######## block 1 ########
Block 1, signal wires by layer:
(6 px per um) Only two layers are drawn.
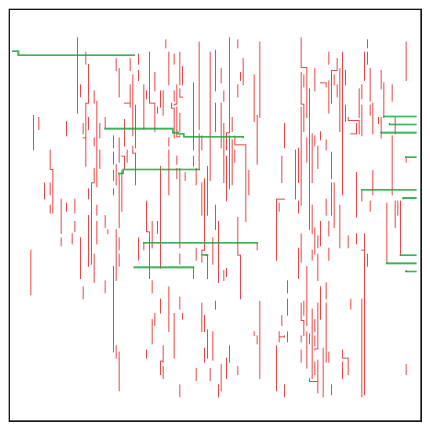
Block 1, pin map:
(6 px per um) Pins as bars across the die edge, other pins in gray.
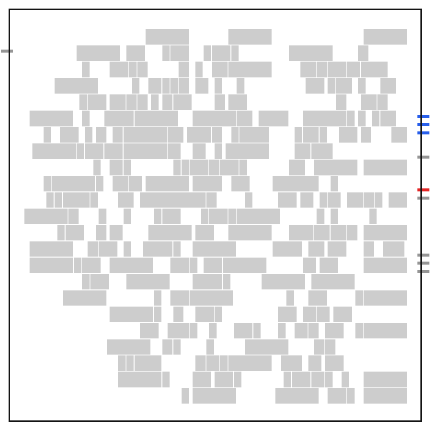
===== src/rtl/alarm_pkg.sv =====
// Shared definitions for the alarm/buzzer block: FSM state codes, default timing.
// Latency: n/a (package only).
// Backpressure: n/a (package only).
package alarm_pkg;

    // Sequencer state codes
    localparam logic [1:0] ST_IDLE = 2'd0;
    localparam logic [1:0] ST_TONE = 2'd1;
    localparam logic [1:0] ST_GAP  = 2'd2;

    // Default timing at a 50 MHz clock: 2 kHz tone, 100 ms beeps and gaps
    localparam int TONE_HALF_DEF = 12500;
    localparam int BEEP_CYC_DEF  = 5000000;
    localparam int GAP_CYC_DEF   = 5000000;

    // Counter width able to hold 0..n-1, never narrower than one bit
    function automatic int cnt_w(input int n);
        return (n > 1) ? $clog2(n) : 1;
    endfunction

endpackage


===== src/rtl/tone_gen.sv =====
// Square-wave generator: output starts high on restart and toggles every half_m1+1 cycles.
// Latency: wave is registered; it reflects en/restart on the cycle after they are applied.
// Backpressure: none; free-running while enabled, forced low when disabled.
// Ports: clk, rst (sync, active-high), en (tone allowed next cycle), restart (begin a new
//        tone high phase), half_m1 (half-period length minus one), wave (square wave out).
module tone_gen #(
    parameter int CNT_W = 14
) (
    input  logic             clk,
    input  logic             rst,
    input  logic             en,
    input  logic             restart,
    input  logic [CNT_W-1:0] half_m1,
    output logic             wave
);

    logic [CNT_W-1:0] cnt;

    always_ff @(posedge clk) begin
        if (rst || !en) begin
            wave <= 1'b0;
            cnt  <= '0;
        end else if (restart) begin
            wave <= 1'b1;
            cnt  <= '0;
        end else if (cnt == half_m1) begin
            // half period complete: flip and restart the count
            wave <= ~wave;
            cnt  <= '0;
        end else begin
            cnt  <= cnt + CNT_W'(1);
        end
    end

endmodule


===== src/rtl/buzzer_driver.sv =====
// Beep sequencer: plays `beeps` tone bursts separated by silent gaps, with stop/abort.
// Latency: trig sampled at edge T gives TONE (buzz=1, busy=1) at T+1; done is a registered pulse.
// Backpressure: none; trigs while busy are dropped, or held in a one-deep slot when
//               BUZZER_PENDING_EN is defined (newest request wins).
// Ports: clk, rst (sync, active-high), trig (request pulse), beeps (count, 0 = ignore),
//        stop (abort playback), buzz (square-wave drive), busy (sequence playing),
//        done (one-cycle pulse on completion or abort).
module buzzer_driver
    import alarm_pkg::*;
#(
    parameter int TONE_HALF = TONE_HALF_DEF,
    parameter int BEEP_CYC  = BEEP_CYC_DEF,
    parameter int GAP_CYC   = GAP_CYC_DEF
) (
    input  logic       clk,
    input  logic       rst,
    input  logic       trig,
    input  logic [2:0] beeps,
    input  logic       stop,
    output logic       buzz,
    output logic       busy,
    output logic       done
);

    localparam int TW      = cnt_w(TONE_HALF);
    localparam int DUR_MAX = (BEEP_CYC > GAP_CYC) ? BEEP_CYC : GAP_CYC;
    localparam int DW      = cnt_w(DUR_MAX);

    logic [1:0]    state, state_nx;
    logic [DW-1:0] dur;
    logic [2:0]    rem;
    logic          pend_vld;
    logic [2:0]    pend_beeps;
    logic          req, abort, tone_end, gap_end, launch, restart, tone_en;

    // stop beats a simultaneous trig regardless of state
    assign req      = trig && !stop && (beeps != 3'd0);
    assign abort    = stop && (state != ST_IDLE);
    assign tone_end = (state == ST_TONE) && (dur == DW'(BEEP_CYC - 1));
    assign gap_end  = (state == ST_GAP)  && (dur == DW'(GAP_CYC - 1));
    // a new sequence starts from IDLE, either from a live trig or the held request
    assign launch   = (state == ST_IDLE) && (req || pend_vld);

    always_comb begin
        state_nx = state;
        restart  = 1'b0;
        if (abort) begin
            state_nx = ST_IDLE;
        end else begin
            case (state)
                ST_IDLE: if (launch) begin
                    state_nx = ST_TONE;
                    restart  = 1'b1;
                end
                ST_TONE: if (tone_end) begin
                    state_nx = (rem != 3'd0) ? ST_GAP : ST_IDLE;
                end
                ST_GAP: if (gap_end) begin
                    state_nx = ST_TONE;
                    restart  = 1'b1;
                end
                default: state_nx = ST_IDLE;
            endcase
        end
    end

    assign tone_en = (state_nx == ST_TONE);
    assign busy    = (state != ST_IDLE);

    always_ff @(posedge clk) begin
        if (rst) begin
            state <= ST_IDLE;
            dur   <= '0;
            rem   <= 3'd0;
            done  <= 1'b0;
        end else begin
            state <= state_nx;
            done  <= abort || (tone_end && (rem == 3'd0));
            // duration restarts on every state change; cleared before it can wrap
            if ((state_nx != state) || (state_nx == ST_IDLE))
                dur <= '0;
            else
                dur <= dur + DW'(1);
            if (abort)
                rem <= 3'd0;
            else if (launch)
                rem <= (req ? beeps : pend_beeps) - 3'd1;
            else if (tone_end && (rem != 3'd0))
                rem <= rem - 3'd1;
        end
    end

`ifdef BUZZER_PENDING_EN
    always_ff @(posedge clk) begin
        if (rst || abort) begin
            pend_vld   <= 1'b0;
            pend_beeps <= 3'd0;
        end else if (launch) begin
            // a launching trig supersedes any held request
            pend_vld   <= 1'b0;
            pend_beeps <= 3'd0;
        end else if (req && busy) begin
            pend_vld   <= 1'b1;
            pend_beeps <= beeps;
        end
    end
`else
    assign pend_vld   = 1'b0;
    assign pend_beeps = 3'd0;
`endif

    tone_gen #(
        .CNT_W (TW)
    ) u_tone_gen (
        .clk     (clk),
        .rst     (rst),
        .en      (tone_en),
        .restart (restart),
        .half_m1 (TW'(TONE_HALF - 1)),
        .wave    (buzz)
    );

endmodule


===== config.mk =====
export PLATFORM = sky130hd
export DESIGN_NAME = buzzer_driver
export DESIGN_NICKNAME = d
export VERILOG_FILES = /design/src/rtl/alarm_pkg.sv /design/src/rtl/tone_gen.sv /design/src/rtl/buzzer_driver.sv
export SDC_FILE = /design/constraint.sdc
export NUM_CORES = 1
export LEC_CHECK = 0
export CAP_MARGIN = 20
export CORE_MARGIN = 2
export CORE_UTILIZATION = 50
export CTS_CLUSTER_SIZE = 28
export DETAILED_ROUTE_END_ITERATION = 7
export DONT_BUFFER_PORTS = 1
export PLACE_DENSITY = 0.62
export SETUP_SLACK_MARGIN = 0.1
export SLEW_MARGIN = 20
export SYNTH_ARGS = -nofsm -noshare
export SYNTH_HDL_FRONTEND = slang
export SYNTH_SLANG_ARGS = --single-unit

===== constraint.sdc =====
create_clock -name clk -period 2.4 [get_ports clk]
set_input_delay 0.24 -clock clk [delete_from_list [all_inputs] [get_ports clk]]
set_output_delay 0.24 -clock clk [all_outputs]
set_load 0.02 [all_outputs]

==> results.txt <==
Notes from the flow run.

Setup path:
- Per STA, the worst path accumulates the most delay in the family simple AND/OR/NAND/NOR gates.
- The run gives the launch point of the worst path as dur[21]$_SDFF_PP0_.
- Setup slack on the worst reg-to-reg path comes out at 240 ps.
- The run gives the count of buffering cells on the critical path with inverters included as 0.
- The worst setup path is of the register to register kind.
- The run gives the startpoint type of the worst setup path as a register.
- The launch point of the worst register-to-register path is recorded as dur[21]$_SDFF_PP0_.
- The worst setup path is captured at a register.
- For the worst setup path, the data required time is 2590 ps.

Synthesis:
- By count the netlist is led by sky130_fd_sc_hd__nor2_1, sky130_fd_sc_hd__dfxtp_1, sky130_fd_sc_hd__xnor2_1.
- Looking at the gate-level netlist, the highest instance count belongs to sky130_fd_sc_hd__nor2_1.
- The synthesized netlist occupies a cell area of 0.00207 mm^2.
- In the synthesized netlist the async set-or-reset flop fraction comes to 0%.
- In this run the biggest area consumer among cell types represents a little over two fifths of the synthesized area.
- The run puts the number of enable-type register cells in the synthesized netlist at 0.
- Sorting the Yosys area breakdown by cell type puts at the top sky130_fd_sc_hd__dfxtp_1.
- The run gives the number of nets produced by synthesis as 250.

Power:
- The run puts the combinational power at 49.5 uW.
- The run puts the cell leakage power at 0.000713 uW.
- The design draws 1350 uW.
- The flow reports that combinational logic draws 3.7% of the design power.
- The flow reported a cell area power density of 593 mW/mm^2.
- The run puts the clock-net power at 560 uW.

Route:
- The run gives the highest layer used for signal routing as met4.
- The run puts the met3 routed wirelength at ~130 um.
- After detailed routing, the met2 layer carries 1330 um of wire.
- The run puts the routed via count divided by cell count at a little over 5.

Die:
- The total area inside the core boundary comes to 0.00400 mm^2.
- The run puts the total die area at 0.00468 mm^2.
- 10 I/O pins were placed.

Timing:
- The run puts the clock period minus final worst setup slack at 2160 ps.
- The run gives the final hold slack as 12.5 ps.
- The run puts the final number of setup-violating endpoints at 0.
- Setup repair after global routing left no endpoint under its margin.
- The run puts the final clock skew at between 8 and 9 ps.

Cells and area:
- The run puts the area of all sequential standard cells at 881 um^2.
- Leaving out the clock tree, the finished layout contains a buffer count of 6.
- The run puts the flop count at between 40 and 50.
- Per the layout area report, the combinational fraction of cell area is 49.3%.
- The run puts the multi-input combinational cell count at 182.
- In the final layout, the registers with the most flip-flops are dur (23), u_tone_gen.cnt (14), rem (3).
- Looking at the area split, the leading class of cells is multi-input combinational cells.
- The run puts the number of cells in the finished layout apart from fillers at 298.
- The fraction of final cell area spent on clock buffers and inverters in this run is 4.88%.
- The run puts the inverter count of the layout excluding clock inverters at 8.

Global routing:
- The run puts the met3 track demand over resource in global routing at 5.59%.
- Recorded from the global router log, the overflow total was 0.
- Global routing consumed, on the met1 layer, 21.3% of the routing resources.
- The run puts the number of global-route vias before repair at between 1,000 and 1,500.

Clock tree:
- The run puts the worst-case clock buffer depth at 2.
- The run gives the count of clock tree sinks as roughly 44.
- The run puts the number of hold-repair buffers added at the cts stage at 1.
- The run gives the number of post-CTS setup repair buffers as 0.
- The run gives the number of CTS-inserted buffers as 5.

Hold path:
- The run gives the cell depth of the worst min-delay path as 1.
- The worst hold path begins at rst.
- Looking at the hold checks, the worst path lands on done$_SDFF_PP0_.

Place:
- The run gives the cell area after placement as 0.00215 mm^2.
- The run puts the number of placed cells counting well taps at 289.

Run status:
- The flow ran to the end, and the final reports show no timing, DRC or antenna violations.
About 'signal wires by layer' of block 1:
legend:
  metal 2:
    color: red
    wire_length: 1,330 um
  metal 3:
    color: green
    wire_length: 125 um
aggregate global-route resource usage: 16.6%
routed length per placed instance: 11.3 um
final routed wirelength across all metal layers: 3380 um
total number of vias: 1,531

About 'pin map' of block 1:
legend:
  `busy`:
    color: red
    pins: 1
    direction: output
    edge: right
  `beeps`:
    color: blue
    pins: 3
    direction: input
    edge: right
all pins by edge: 9 right, 1 left

[cell families after synthesis]
kind of cell / synth area share, %
xor+xnor: 14.4
buf+inv: 3.62
simple gates: 30.8
fa+ha+maj: 1.81
flops: 42.5
compound gates: 6.94
[placed cells by master (no fill, tap or decap), drive strengths merged, types with 5 or more instances in the layout]
cell    netlist  layout
clkbuf        2       5
nand2        18      18
inv           8       8
buf           4       5
xor2         13      13
xnor2        21      21
nand3        11      11
or4           7       7
nor3         11      11
dfxtp        44      44
nor2         51      51

######## block 2 ########
Block 2, cell sizes after repair:
(4 px per um)
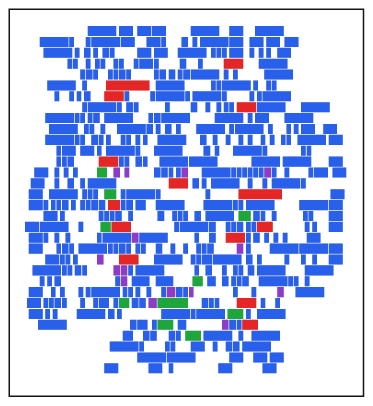
Block 2, pin map:
(4 px per um) Pins as bars across the die edge, other pins in gray.
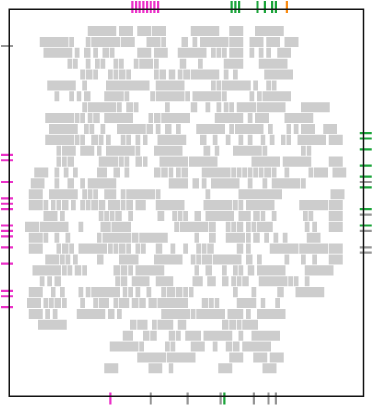
**src/rtl/crc7_pkg.sv**
```systemverilog
// Shared constants and types for the CRC-7 link (x^7 + x^3 + 1).
// The encoder and decoder both import this package, so the polynomial and
// the {data, crc} codeword format cannot drift apart between the two stages.
package crc7_pkg;

    localparam int          CRC7_DATA_W = 16;
    localparam int          CRC7_W      = 7;
    localparam int          CRC7_CW_W   = CRC7_DATA_W + CRC7_W;  // 23
    localparam logic [6:0]  CRC7_POLY   = 7'h09;                 // x^3 + 1, x^7 implied

    typedef enum logic {
        IDLE,
        SHIFT
    } crc7_state_e;

    // One checked word as reported to the consumer.
    typedef struct packed {
        logic [CRC7_DATA_W-1:0] data;
        logic [CRC7_W-1:0]      syn;
        logic                   err;
    } crc7_result_t;

endpackage

```
**src/rtl/crc7_step.sv**
```systemverilog
// One serial step of the CRC-7 division (MSB-first LFSR, Galois form).
// Ports:
//   rem_in  : current remainder
//   bit_in  : next codeword bit
//   rem_out : remainder after absorbing bit_in
module crc7_step
    import crc7_pkg::*;
#(
    parameter int              CRC_W = CRC7_W,
    parameter logic [CRC_W-1:0] POLY = CRC7_POLY
) (
    input  logic [CRC_W-1:0] rem_in,
    input  logic             bit_in,
    output logic [CRC_W-1:0] rem_out
);

    logic fb;

    // Feeding the bit in at the top means the final remainder equals
    // codeword * x^CRC_W mod G, which is zero exactly when G divides it.
    assign fb      = rem_in[CRC_W-1] ^ bit_in;
    assign rem_out = {rem_in[CRC_W-2:0], 1'b0} ^ (fb ? POLY : '0);

endmodule

```
**src/rtl/crc_decoder.sv**
```systemverilog
// Serial CRC-7 checker for 23-bit {data[15:0], crc[6:0]} codewords.
// A word is captured when en_code is high in IDLE, then divided one bit per
// clock, MSB first. After 23 shift edges the payload, syndrome and error
// flag are registered and Chk_Valid pulses for one cycle.
// Ports:
//   CLK       : clock, rising edge
//   reset     : synchronous active-high reset
//   en_code   : codeword-present strobe (ignored while Busy)
//   CODE_IN   : codeword {data, crc}, sampled only at capture
//   DATA_OUT  : recovered payload of the last checked word
//   SYN_OUT   : syndrome of the last checked word (0 = no detected error)
//   CRC_Err   : SYN_OUT != 0
//   Chk_Valid : one-cycle pulse when the outputs above were updated
//   Busy      : division in progress
module crc_decoder
    import crc7_pkg::*;
#(
    parameter int               DATA_W = CRC7_DATA_W,
    parameter int               CRC_W  = CRC7_W,
    parameter logic [CRC_W-1:0] POLY   = CRC7_POLY
) (
    input  logic                      CLK,
    input  logic                      reset,
    input  logic                      en_code,
    input  logic [DATA_W+CRC_W-1:0]   CODE_IN,
    output logic [DATA_W-1:0]         DATA_OUT,
    output logic [CRC_W-1:0]          SYN_OUT,
    output logic                      CRC_Err,
    output logic                      Chk_Valid,
    output logic                      Busy
);

    localparam int CW_W  = DATA_W + CRC_W;
    localparam int CNT_W = $clog2(CW_W);

    crc7_state_e       state, state_nxt;
    logic [CW_W-1:0]   sh;
    logic [CRC_W-1:0]  rem, rem_nxt;
    logic [CNT_W-1:0]  cnt;
    logic [DATA_W-1:0] data_q;
    logic              last;
    logic              vld_q;
    crc7_result_t      res_q;

    assign last = (cnt == CNT_W'(CW_W - 1));

    crc7_step #(
        .CRC_W (CRC_W),
        .POLY  (POLY)
    ) u_step (
        .rem_in  (rem),
        .bit_in  (sh[CW_W-1]),
        .rem_out (rem_nxt)
    );

    always_comb begin
        state_nxt = state;
        case (state)
            IDLE:    if (en_code) state_nxt = SHIFT;
            SHIFT:   if (last)    state_nxt = IDLE;
            default:              state_nxt = IDLE;
        endcase
    end

    always_ff @(posedge CLK) begin
        if (reset) begin
            state  <= IDLE;
            sh     <= '0;
            rem    <= '0;
            cnt    <= '0;
            data_q <= '0;
            res_q  <= '0;
            vld_q  <= 1'b0;
        end else begin
            state <= state_nxt;
            vld_q <= 1'b0;
            case (state)
                IDLE: begin
                    if (en_code) begin
                        sh     <= CODE_IN;
                        rem    <= '0;
                        cnt    <= '0;
                        // The shift register is consumed during division, so
                        // the payload is kept aside for reporting.
                        data_q <= CODE_IN[CW_W-1:CRC_W];
                    end
                end
                SHIFT: begin
                    sh  <= {sh[CW_W-2:0], 1'b0};
                    rem <= rem_nxt;
                    cnt <= cnt + CNT_W'(1);
                    if (last) begin
                        res_q.data <= data_q;
                        res_q.syn  <= rem_nxt;
                        res_q.err  <= |rem_nxt;
                        vld_q      <= 1'b1;
                    end
                end
                default: ;
            endcase
        end
    end

    assign DATA_OUT  = res_q.data;
    assign SYN_OUT   = res_q.syn;
    assign CRC_Err   = res_q.err;
    assign Chk_Valid = vld_q;
    assign Busy      = (state == SHIFT);

endmodule

```
**config.mk**
```make
export PLATFORM = sky130hd
export DESIGN_NAME = crc_decoder
export DESIGN_NICKNAME = d
export VERILOG_FILES = /design/src/rtl/crc7_pkg.sv /design/src/rtl/crc7_step.sv /design/src/rtl/crc_decoder.sv
export SDC_FILE = /design/constraint.sdc
export NUM_CORES = 1
export LEC_CHECK = 0
export ABC_AREA = 1
export CORE_ASPECT_RATIO = 1.1
export CORE_MARGIN = 3
export CORE_UTILIZATION = 40
export DETAILED_ROUTE_END_ITERATION = 7
export GPL_TIMING_DRIVEN = 0
export PLACE_DENSITY_LB_ADDON = 0.2
export SYNTH_ARGS = -nofsm -noshare
export SYNTH_HDL_FRONTEND = slang
export SYNTH_SLANG_ARGS = --single-unit
```
**constraint.sdc**
```tcl
create_clock -name CLK -period 2.4 [get_ports CLK]
set_clock_uncertainty 0.2 [all_clocks]
set_input_delay 0.48 -clock CLK [delete_from_list [all_inputs] [get_ports CLK]]
set_output_delay 0.48 -clock CLK [all_outputs]
set_load 0.02 [all_outputs]
```
==> results.txt <==
Notes from the flow run.

Setup path:
- The report shows a maximum critical-path fanout of 2.
- Per the timing report, the most critical flop-to-flop path originates at cnt[0]$_SDFFE_PP0P_.
- The run gives the critical path required time as 1720 ps.
- Broken down by cell family, the worst path's largest delay share belongs to buffers and inverters.
- The run gives the start-to-end type of the worst setup path as register to output port.
- Traced cell by cell, the critical path runs through clkdlybuf4s50_1.
- The run gives the critical path depth in cells as 1.

Power:
- The run puts the internal power at approximately 2000 uW.
- The run gives the top power group as sequential cells.
- The run puts the clock-net power at 1080 uW.
- The run gives the part of the power in the clock network as 41.0%.

Cells and area:
- The run puts the fraction of final layout cells with drive strength greater than 1 at a little over 8%.
- The run puts the number of cells in the finished layout apart from fillers at 556.
- The most common logic cells in the final layout are sky130_fd_sc_hd__nand2_1, sky130_fd_sc_hd__dfxtp_1, sky130_fd_sc_hd__clkdlybuf4s50_1, sky130_fd_sc_hd__nand3_1, sky130_fd_sc_hd__inv_1.

Global routing:
- The run puts the number of global-route vias before repair at 2,412.
- The run puts the overflow left after global routing at 0.

Synthesis:
- The run puts the area fraction in and, or, nand and nor cells after synthesis at 33.9%.
- The run puts the synthesized area per cell at 7.35 um^2.
- Yosys printed 0 warnings.
- The run puts the number of nets produced by synthesis at 432.
- The run gives the cell taking the most area after synthesis as sky130_fd_sc_hd__dfxtp_1.
- The run puts the total of flip-flops plus latches after synthesis at 77.
- The run puts the yosys cell count at 404.

Flow run:
- The run puts the number of OpenROAD warnings at 27.

Die:
- The report lists the number of standard-cell rows as 32.
- The run puts the core box area at 0.00713 mm^2.

Run status:
- The run finished with clean final reports.

Clock tree:
- TritonCTS created 9 clock buffers.

Hold path:
- STA reports the tightest min-delay check as being of type register to register.

Place:
- After its last routability iteration, the placer logged a weighted congestion of 0.785.
- Including well taps, the total number of placed cells is 540.

Route:
- Nets still carrying antenna violations after routing amount to 0.

Timing:
- Measured against its own limit, the worst slew margin works out to 69.5%.
- The run gives the portion of the clock cycle consumed by the worst path in the final layout as 83.1%.
- The run gives the clock period minus final worst setup slack as 1990 ps.
## Picture notes: 'cell sizes after repair' of block 2
legend:
  _0 and _1 cells:
    color: blue
    cells: 432
    share: 92%
  _2 cells:
    color: purple
    cells: 15
    share: 3.2%
  _6 and larger:
    color: red
    cells: 14
    share: 3.0%
  _3 and _4 cells:
    color: green
    cells: 10
    share: 2.1%
PnR worst setup slack: 407 ps
post-route standard cell area excluding fillers: 0.00381 mm^2
number of buffers outside the clock class in the layout: 71
Layout Area Growth over Synthesis: 28.3%

## Picture notes: 'pin map' of block 2
legend:
  `DATA_OUT`:
    color: green
    pins: 16
    direction: output
    edge: 8 right, 7 top, 1 bottom
  `Chk_Valid`:
    color: orange
    pins: 1
    direction: output
    edge: top
  `CODE_IN`:
    color: magenta
    pins: 23
    direction: input
    edge: 14 left, 8 top, 1 bottom
all pins by edge: 16 top, 15 left, 13 right, 8 bottom

-- registers in the layout, summed over array words and instances, names as in the netlist --
name	count
Chk_Valid	1
CRC_Err	1
DATA_OUT	16
data_q	16
Busy	1
SYN_OUT	7
cnt	5
rem	7
sh	23
-- per-layer routing --
| metal | GRT usage (%) | routed length (um) |
|---|---|---|
| met2 | 25.6 | 2890 |
| met5 | 0 | 0 |
| met3 | 3.22 | 270 |
| met1 | 21.2 | 3180 |
| met4 | 7.81 | 159 |

######## block 3 ########
`src/rtl/trap_ctrl_pkg.sv`:
```
// trap_ctrl_pkg: shared types, CSR addresses and bit positions for the machine-mode trap controller.
package trap_ctrl_pkg;
    typedef enum logic [30:0] {
        EXC_INSTR_MISALIGNED = 31'd0,
        EXC_INSTR_FAULT      = 31'd1,
        EXC_ILLEGAL_INSTR    = 31'd2,
        EXC_BREAKPOINT       = 31'd3,
        EXC_LOAD_MISALIGNED  = 31'd4,
        EXC_LOAD_FAULT       = 31'd5,
        EXC_STORE_MISALIGNED = 31'd6,
        EXC_STORE_FAULT      = 31'd7,
        EXC_ECALL_M          = 31'd11
    } exception_code_e;

    typedef enum logic [30:0] {
        IRQ_CODE_M_SOFT  = 31'd3,
        IRQ_CODE_M_TIMER = 31'd7,
        IRQ_CODE_M_EXT   = 31'd11
    } interrupt_code_e;

    typedef enum logic [11:0] {
        CSR_MSTATUS  = 12'h300,
        CSR_MIE      = 12'h304,
        CSR_MTVEC    = 12'h305,
        CSR_MSCRATCH = 12'h340,
        CSR_MEPC     = 12'h341,
        CSR_MCAUSE   = 12'h342,
        CSR_MTVAL    = 12'h343,
        CSR_MIP      = 12'h344
    } csr_addr_e;

    typedef enum logic {MTVEC_DIRECT = 1'b0, MTVEC_VECTORED = 1'b1} csr_mtvec_mode_e;

    typedef enum logic {TRAP_STATE_RUN, TRAP_STATE_SLEEP} trap_state_e;

    localparam int MSTATUS_MIE    = 3;
    localparam int MSTATUS_MPIE   = 7;
    localparam int MSTATUS_MPP_LO = 11;
    localparam int MSTATUS_MPP_HI = 12;
    localparam int IRQ_MSI        = 3;
    localparam int IRQ_MTI        = 7;
    localparam int IRQ_MEI        = 11;
    localparam int MCAUSE_IRQ_BIT = 31;
    localparam logic [31:0] IRQ_MASK = 32'h0000_0888;
endpackage

```
`src/rtl/trap_ctrl_irq_sel.sv`:
```
// trap_irq_sel: fixed-priority pick of the pending interrupt (EXT > SW > TIMER).
module trap_irq_sel
    import trap_ctrl_pkg::*;
(
    input  logic [31:0] pend_i,
    output logic        valid_o,
    output logic [30:0] code_o
);
    // pend only ever carries the three mip bits, so any set bit is a real request
    assign valid_o = |pend_i;
    assign code_o  = pend_i[IRQ_MEI] ? IRQ_CODE_M_EXT :
                     pend_i[IRQ_MSI] ? IRQ_CODE_M_SOFT : IRQ_CODE_M_TIMER;
endmodule

```
`src/rtl/trap_ctrl.sv`:
```
// trap_ctrl: machine-mode trap CSRs plus exception/interrupt entry, MRET and WFI sleep sequencing.
module trap_ctrl
    import trap_ctrl_pkg::*;
#(
    parameter logic [31:0] MTVEC_RESET = 32'h0000_0000,
    parameter int          XLEN        = 32
) (
    input  logic            clk,
    input  logic            rst,
    input  logic            exc_valid_i,
    input  logic [30:0]     exc_code_i,
    input  logic [XLEN-1:0] exc_pc_i,
    input  logic [XLEN-1:0] exc_tval_i,
    input  logic            mret_i,
    input  logic            wfi_i,
    input  logic            boundary_valid_i,
    input  logic [XLEN-1:0] boundary_pc_i,
    input  logic            irq_sw_i,
    input  logic            irq_timer_i,
    input  logic            irq_ext_i,
    input  logic            csr_we_i,
    input  logic [11:0]     csr_addr_i,
    input  logic [XLEN-1:0] csr_wdata_i,
    output logic [XLEN-1:0] csr_rdata_o,
    output logic            csr_hit_o,
    output logic            redirect_valid_o,
    output logic [XLEN-1:0] redirect_pc_o,
    output logic            stall_o,
    output logic            irq_taken_o
);
    trap_state_e     state_q;
    logic            mstatus_mie_q, mstatus_mpie_q;
    logic [XLEN-1:0] mip_d, mip_q, mie_q, mtvec_q, mscratch_q, mepc_q, mcause_q, mtval_q;
    logic [XLEN-1:0] pend, mstatus_rd, trap_base, trap_pc_d, trap_epc_d;
    logic            redirect_valid_q, irq_taken_q;
    logic [XLEN-1:0] redirect_pc_q;
    logic            irq_valid, run, take_exc, take_mret, take_irq, go_sleep, csr_wr;
    logic [30:0]     irq_code;

    trap_irq_sel u_irq_sel (.pend_i(pend), .valid_o(irq_valid), .code_o(irq_code));

    assign pend      = mip_q & mie_q;
    assign run       = state_q == TRAP_STATE_RUN;
    // a frozen pipeline cannot raise exceptions, retire MRET or write CSRs
    assign take_exc  = run && exc_valid_i;
    assign take_mret = run && !exc_valid_i && mret_i;
    assign take_irq  = !take_exc && !take_mret && mstatus_mie_q && irq_valid && boundary_valid_i;
    assign go_sleep  = run && wfi_i && !exc_valid_i && !mret_i && !take_irq;
    assign csr_wr    = run && csr_we_i && !exc_valid_i && !mret_i && !take_irq && !wfi_i;

    assign trap_base  = {mtvec_q[XLEN-1:2], 2'b00};
    assign trap_pc_d  = (mtvec_q[0] == MTVEC_VECTORED && !take_exc) ?
                        trap_base + ({1'b0, irq_code} << 2) : trap_base;
    assign trap_epc_d = take_exc ? exc_pc_i : boundary_pc_i;

    assign stall_o          = !run && !(|pend);
    assign redirect_valid_o = redirect_valid_q;
    assign redirect_pc_o    = redirect_pc_q;
    assign irq_taken_o      = irq_taken_q;

    always_comb begin
        mip_d = '0;
        mip_d[IRQ_MEI] = irq_ext_i;
        mip_d[IRQ_MTI] = irq_timer_i;
        mip_d[IRQ_MSI] = irq_sw_i;
        mstatus_rd = '0;
        mstatus_rd[MSTATUS_MPP_HI:MSTATUS_MPP_LO] = 2'b11;
        mstatus_rd[MSTATUS_MIE]  = mstatus_mie_q;
        mstatus_rd[MSTATUS_MPIE] = mstatus_mpie_q;
    end

    always_comb begin
        csr_hit_o   = 1'b1;
        csr_rdata_o = '0;
        case (csr_addr_i)
            CSR_MSTATUS:  csr_rdata_o = mstatus_rd;
            CSR_MIE:      csr_rdata_o = mie_q;
            CSR_MTVEC:    csr_rdata_o = mtvec_q;
            CSR_MSCRATCH: csr_rdata_o = mscratch_q;
            CSR_MEPC:     csr_rdata_o = mepc_q;
            CSR_MCAUSE:   csr_rdata_o = mcause_q;
            CSR_MTVAL:    csr_rdata_o = mtval_q;
            CSR_MIP:      csr_rdata_o = mip_q;
            default:      csr_hit_o   = 1'b0;
        endcase
    end

    always_ff @(posedge clk) begin
        if (rst) begin
            state_q          <= TRAP_STATE_RUN;
            mstatus_mie_q    <= 1'b0;
            mstatus_mpie_q   <= 1'b0;
            mip_q            <= '0;
            mie_q            <= '0;
            mtvec_q          <= MTVEC_RESET & ~32'h2;
            mscratch_q       <= '0;
            mepc_q           <= '0;
            mcause_q         <= '0;
            mtval_q          <= '0;
            redirect_valid_q <= 1'b0;
            redirect_pc_q    <= '0;
            irq_taken_q      <= 1'b0;
        end else begin
            mip_q            <= mip_d;
            redirect_valid_q <= take_exc || take_mret || take_irq;
            redirect_pc_q    <= take_mret ? mepc_q : (take_exc || take_irq) ? trap_pc_d : '0;
            irq_taken_q      <= take_irq;
            state_q          <= go_sleep ? TRAP_STATE_SLEEP : (|pend || take_irq) ? TRAP_STATE_RUN : state_q;
            if (take_exc || take_irq) begin
                mepc_q         <= {trap_epc_d[XLEN-1:2], 2'b00};
                mcause_q       <= take_exc ? {1'b0, exc_code_i} : {1'b1, irq_code};
                mtval_q        <= take_exc ? exc_tval_i : '0;
                mstatus_mpie_q <= mstatus_mie_q;
                mstatus_mie_q  <= 1'b0;
            end else if (take_mret) begin
                mstatus_mie_q  <= mstatus_mpie_q;
                mstatus_mpie_q <= 1'b1;
            end else if (csr_wr) begin
                case (csr_addr_i)
                    CSR_MSTATUS: begin
                        mstatus_mie_q  <= csr_wdata_i[MSTATUS_MIE];
                        mstatus_mpie_q <= csr_wdata_i[MSTATUS_MPIE];
                    end
                    CSR_MIE:      mie_q      <= csr_wdata_i & IRQ_MASK;
                    CSR_MTVEC:    mtvec_q    <= csr_wdata_i & ~32'h2;
                    CSR_MSCRATCH: mscratch_q <= csr_wdata_i;
                    CSR_MEPC:     mepc_q     <= {csr_wdata_i[XLEN-1:2], 2'b00};
                    CSR_MCAUSE:   mcause_q   <= csr_wdata_i;
                    CSR_MTVAL:    mtval_q    <= csr_wdata_i;
                    default: ;
                endcase
            end
        end
    end
endmodule

```
`config.mk`:
```
export PLATFORM = sky130hd
export DESIGN_NAME = trap_ctrl
export DESIGN_NICKNAME = d
export VERILOG_FILES = /design/src/rtl/trap_ctrl_pkg.sv /design/src/rtl/trap_ctrl_irq_sel.sv /design/src/rtl/trap_ctrl.sv
export SDC_FILE = /design/constraint.sdc
export NUM_CORES = 1
export LEC_CHECK = 0
export CORE_MARGIN = 2
export CORE_UTILIZATION = 48
export CTS_CLUSTER_DIAMETER = 150
export CTS_CLUSTER_SIZE = 40
export DETAILED_ROUTE_END_ITERATION = 10
export PLACE_DENSITY_LB_ADDON = 0.05
export SYNTH_ARGS = -nofsm -noshare
export SYNTH_HDL_FRONTEND = slang
export SYNTH_HIERARCHICAL = 1
export SYNTH_SLANG_ARGS = --single-unit
export TNS_END_PERCENT = 5
```
`constraint.sdc`:
```
create_clock -name clk -period 4 [get_ports clk]
set_input_delay 0.4 -clock clk [delete_from_list [all_inputs] [get_ports clk]]
set_output_delay 0.4 -clock clk [all_outputs]
set_load 0.05 [all_outputs]
```
==> results.txt <==
Notes from the flow run.

Route:
- After detailed routing, the met3 layer carries 3790 um of wire.
- Signal nets in the final route climb as high as met4.
- The run gives the routed metal-1 wire length as 17,400 um.
- The run gives the routed via count divided by cell count as 5.96.
- The run gives the DRC violations left as 0.

Setup path:
- The run gives the startpoint of the worst-slack reg-to-reg timing path as mip_q[11]$_SDFF_PP0_.
- The run puts the path depth of the worst reg2reg path at 10.
- The run puts the peak fanout along the critical path at 12.
- The run gives the cell with the most instances on the worst path as sky130_fd_sc_hd__nor2b_1.
- Among all stages on the critical path, the largest delay is contributed by sky130_fd_sc_hd__clkdlybuf4s50_1.
- Per STA, the worst path is made up of clkdlybuf4s50_1, nor2b_1, nor2b_1, and3_1, buf_4, a22oi_1, nand2_1, buf_12.
- The run puts the data arrival at the endpoint of the critical path at 2850 ps.

Synthesis:
- The run gives the predominant post-synthesis flop cell as sky130_fd_sc_hd__dfxtp_1.
- The run gives the area fraction in mux cells as 1.03%.
- The run gives the cell taking the most area after synthesis as sky130_fd_sc_hd__dfxtp_1.
- According to the Yosys statistics, the synthesized design has a chip area of between 0.01 and 0.015 mm^2.
- After synthesis, the most frequently instantiated cells are sky130_fd_sc_hd__nand2_1, sky130_fd_sc_hd__dfxtp_1, sky130_fd_sc_hd__a21oi_1.
- The run gives the synthesized area per cell as 7.64 um^2.

Power:
- The run puts the internal power at between 3000 and 4000 uW.
- The run gives the net switching power as around 1300 uW.
- The combinational power reported by the tool is roughly 750 uW.
- The run gives the largest voltage drop on the vdd net as 0.000234 V.

Timing:
- On the final layout, the worst clock skew is 13.0 ps.
- The run puts the final count of hold timing violations at 0.
- The run puts the fmax at ~300 MHz.
- The run puts the portion of the clock cycle consumed by the worst path in the final layout at 81.2%.
- The run puts the transition at the pin with the smallest max-transition slack at 886 ps.

Cells and area:
- The run gives the diode insertion count for antenna repair as 0.
- There are 198 flip-flops and latches.
- Leaving out buffers and inverters, the combinational logic in the layout accounts for 0.00692 mm^2.
- Ranked by total area, the top cell class in this layout is multi-input combinational cells.
- Once layout is complete, the utilization of the core stands at 63.8%.
- The run puts the number of nets in the layout at 1,906.

Global routing:
- Global routing put the most usage on met2.

Clock tree:
- The skew report gives the latency at the later pin of the worst-skew pair as 440 ps.
- The run gives the clock slew at the register clock pins of the worst setup and hold paths as 80 ps.
- The report lists the number of cells resized after CTS as 0.
- The number of hold buffers added after CTS was 0.

Hold path:
- The tightest min-delay check is of the input port to register type.

Run status:
- The flow ran to the end, and the final reports show no timing, DRC or antenna violations.

Die:
- The run puts the initial cell density of the core at ~49%.
- The floorplan step defined a core boundary enclosing between 0.02 and 0.025 mm^2.
- The vertical die dimension reported for this design is 159 um.
- The design received a total of roughly 320 well taps at floorplan.
- The run gives the die width as roughly 160 um.

Place:
- The run gives the placer congestion estimate as 0.876.
## flip-flops by register name, summed over array words and instances, names as in the netlist
name              flops
mcause_q             32
mscratch_q           32
mtval_q              32
mtvec_q              31
mepc_q               30
redirect_pc_o        30
mie_q                 3
mip_q                 3
irq_taken_o           1
mstatus_mie_q         1
mstatus_mpie_q        1
redirect_valid_o      1
state_q               1
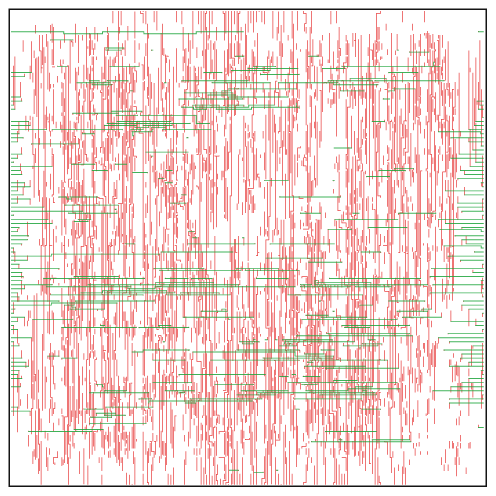
Block 3: signal wires by layer
(3 px per um) Only two layers are drawn.
legend:
  metal 3:
    color: green
    wire_length: 3,790 um
  metal 2:
    color: red
    wire_length: 18,400 um
routed length per placed instance: 19.9 um
aggregate global-route resource usage: 31.9%
total number of vias: 12,100

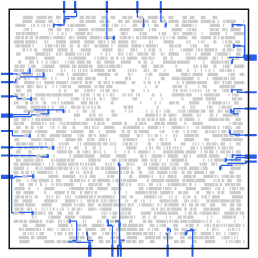
Block 3: I/O nets highlighted
(1.5 px per um)
legend:
  `exc_code_i`:
    color: blue
    bits: 31
    direction: input
    edge: 10 left, 9 right, 7 bottom, 5 top
    end_cells: 31
    buffers: 31
    wire: 668 um
IO Pins: 249
total of buffers placed on input and output ports: 242


Power and IR drop assume default switching activity.
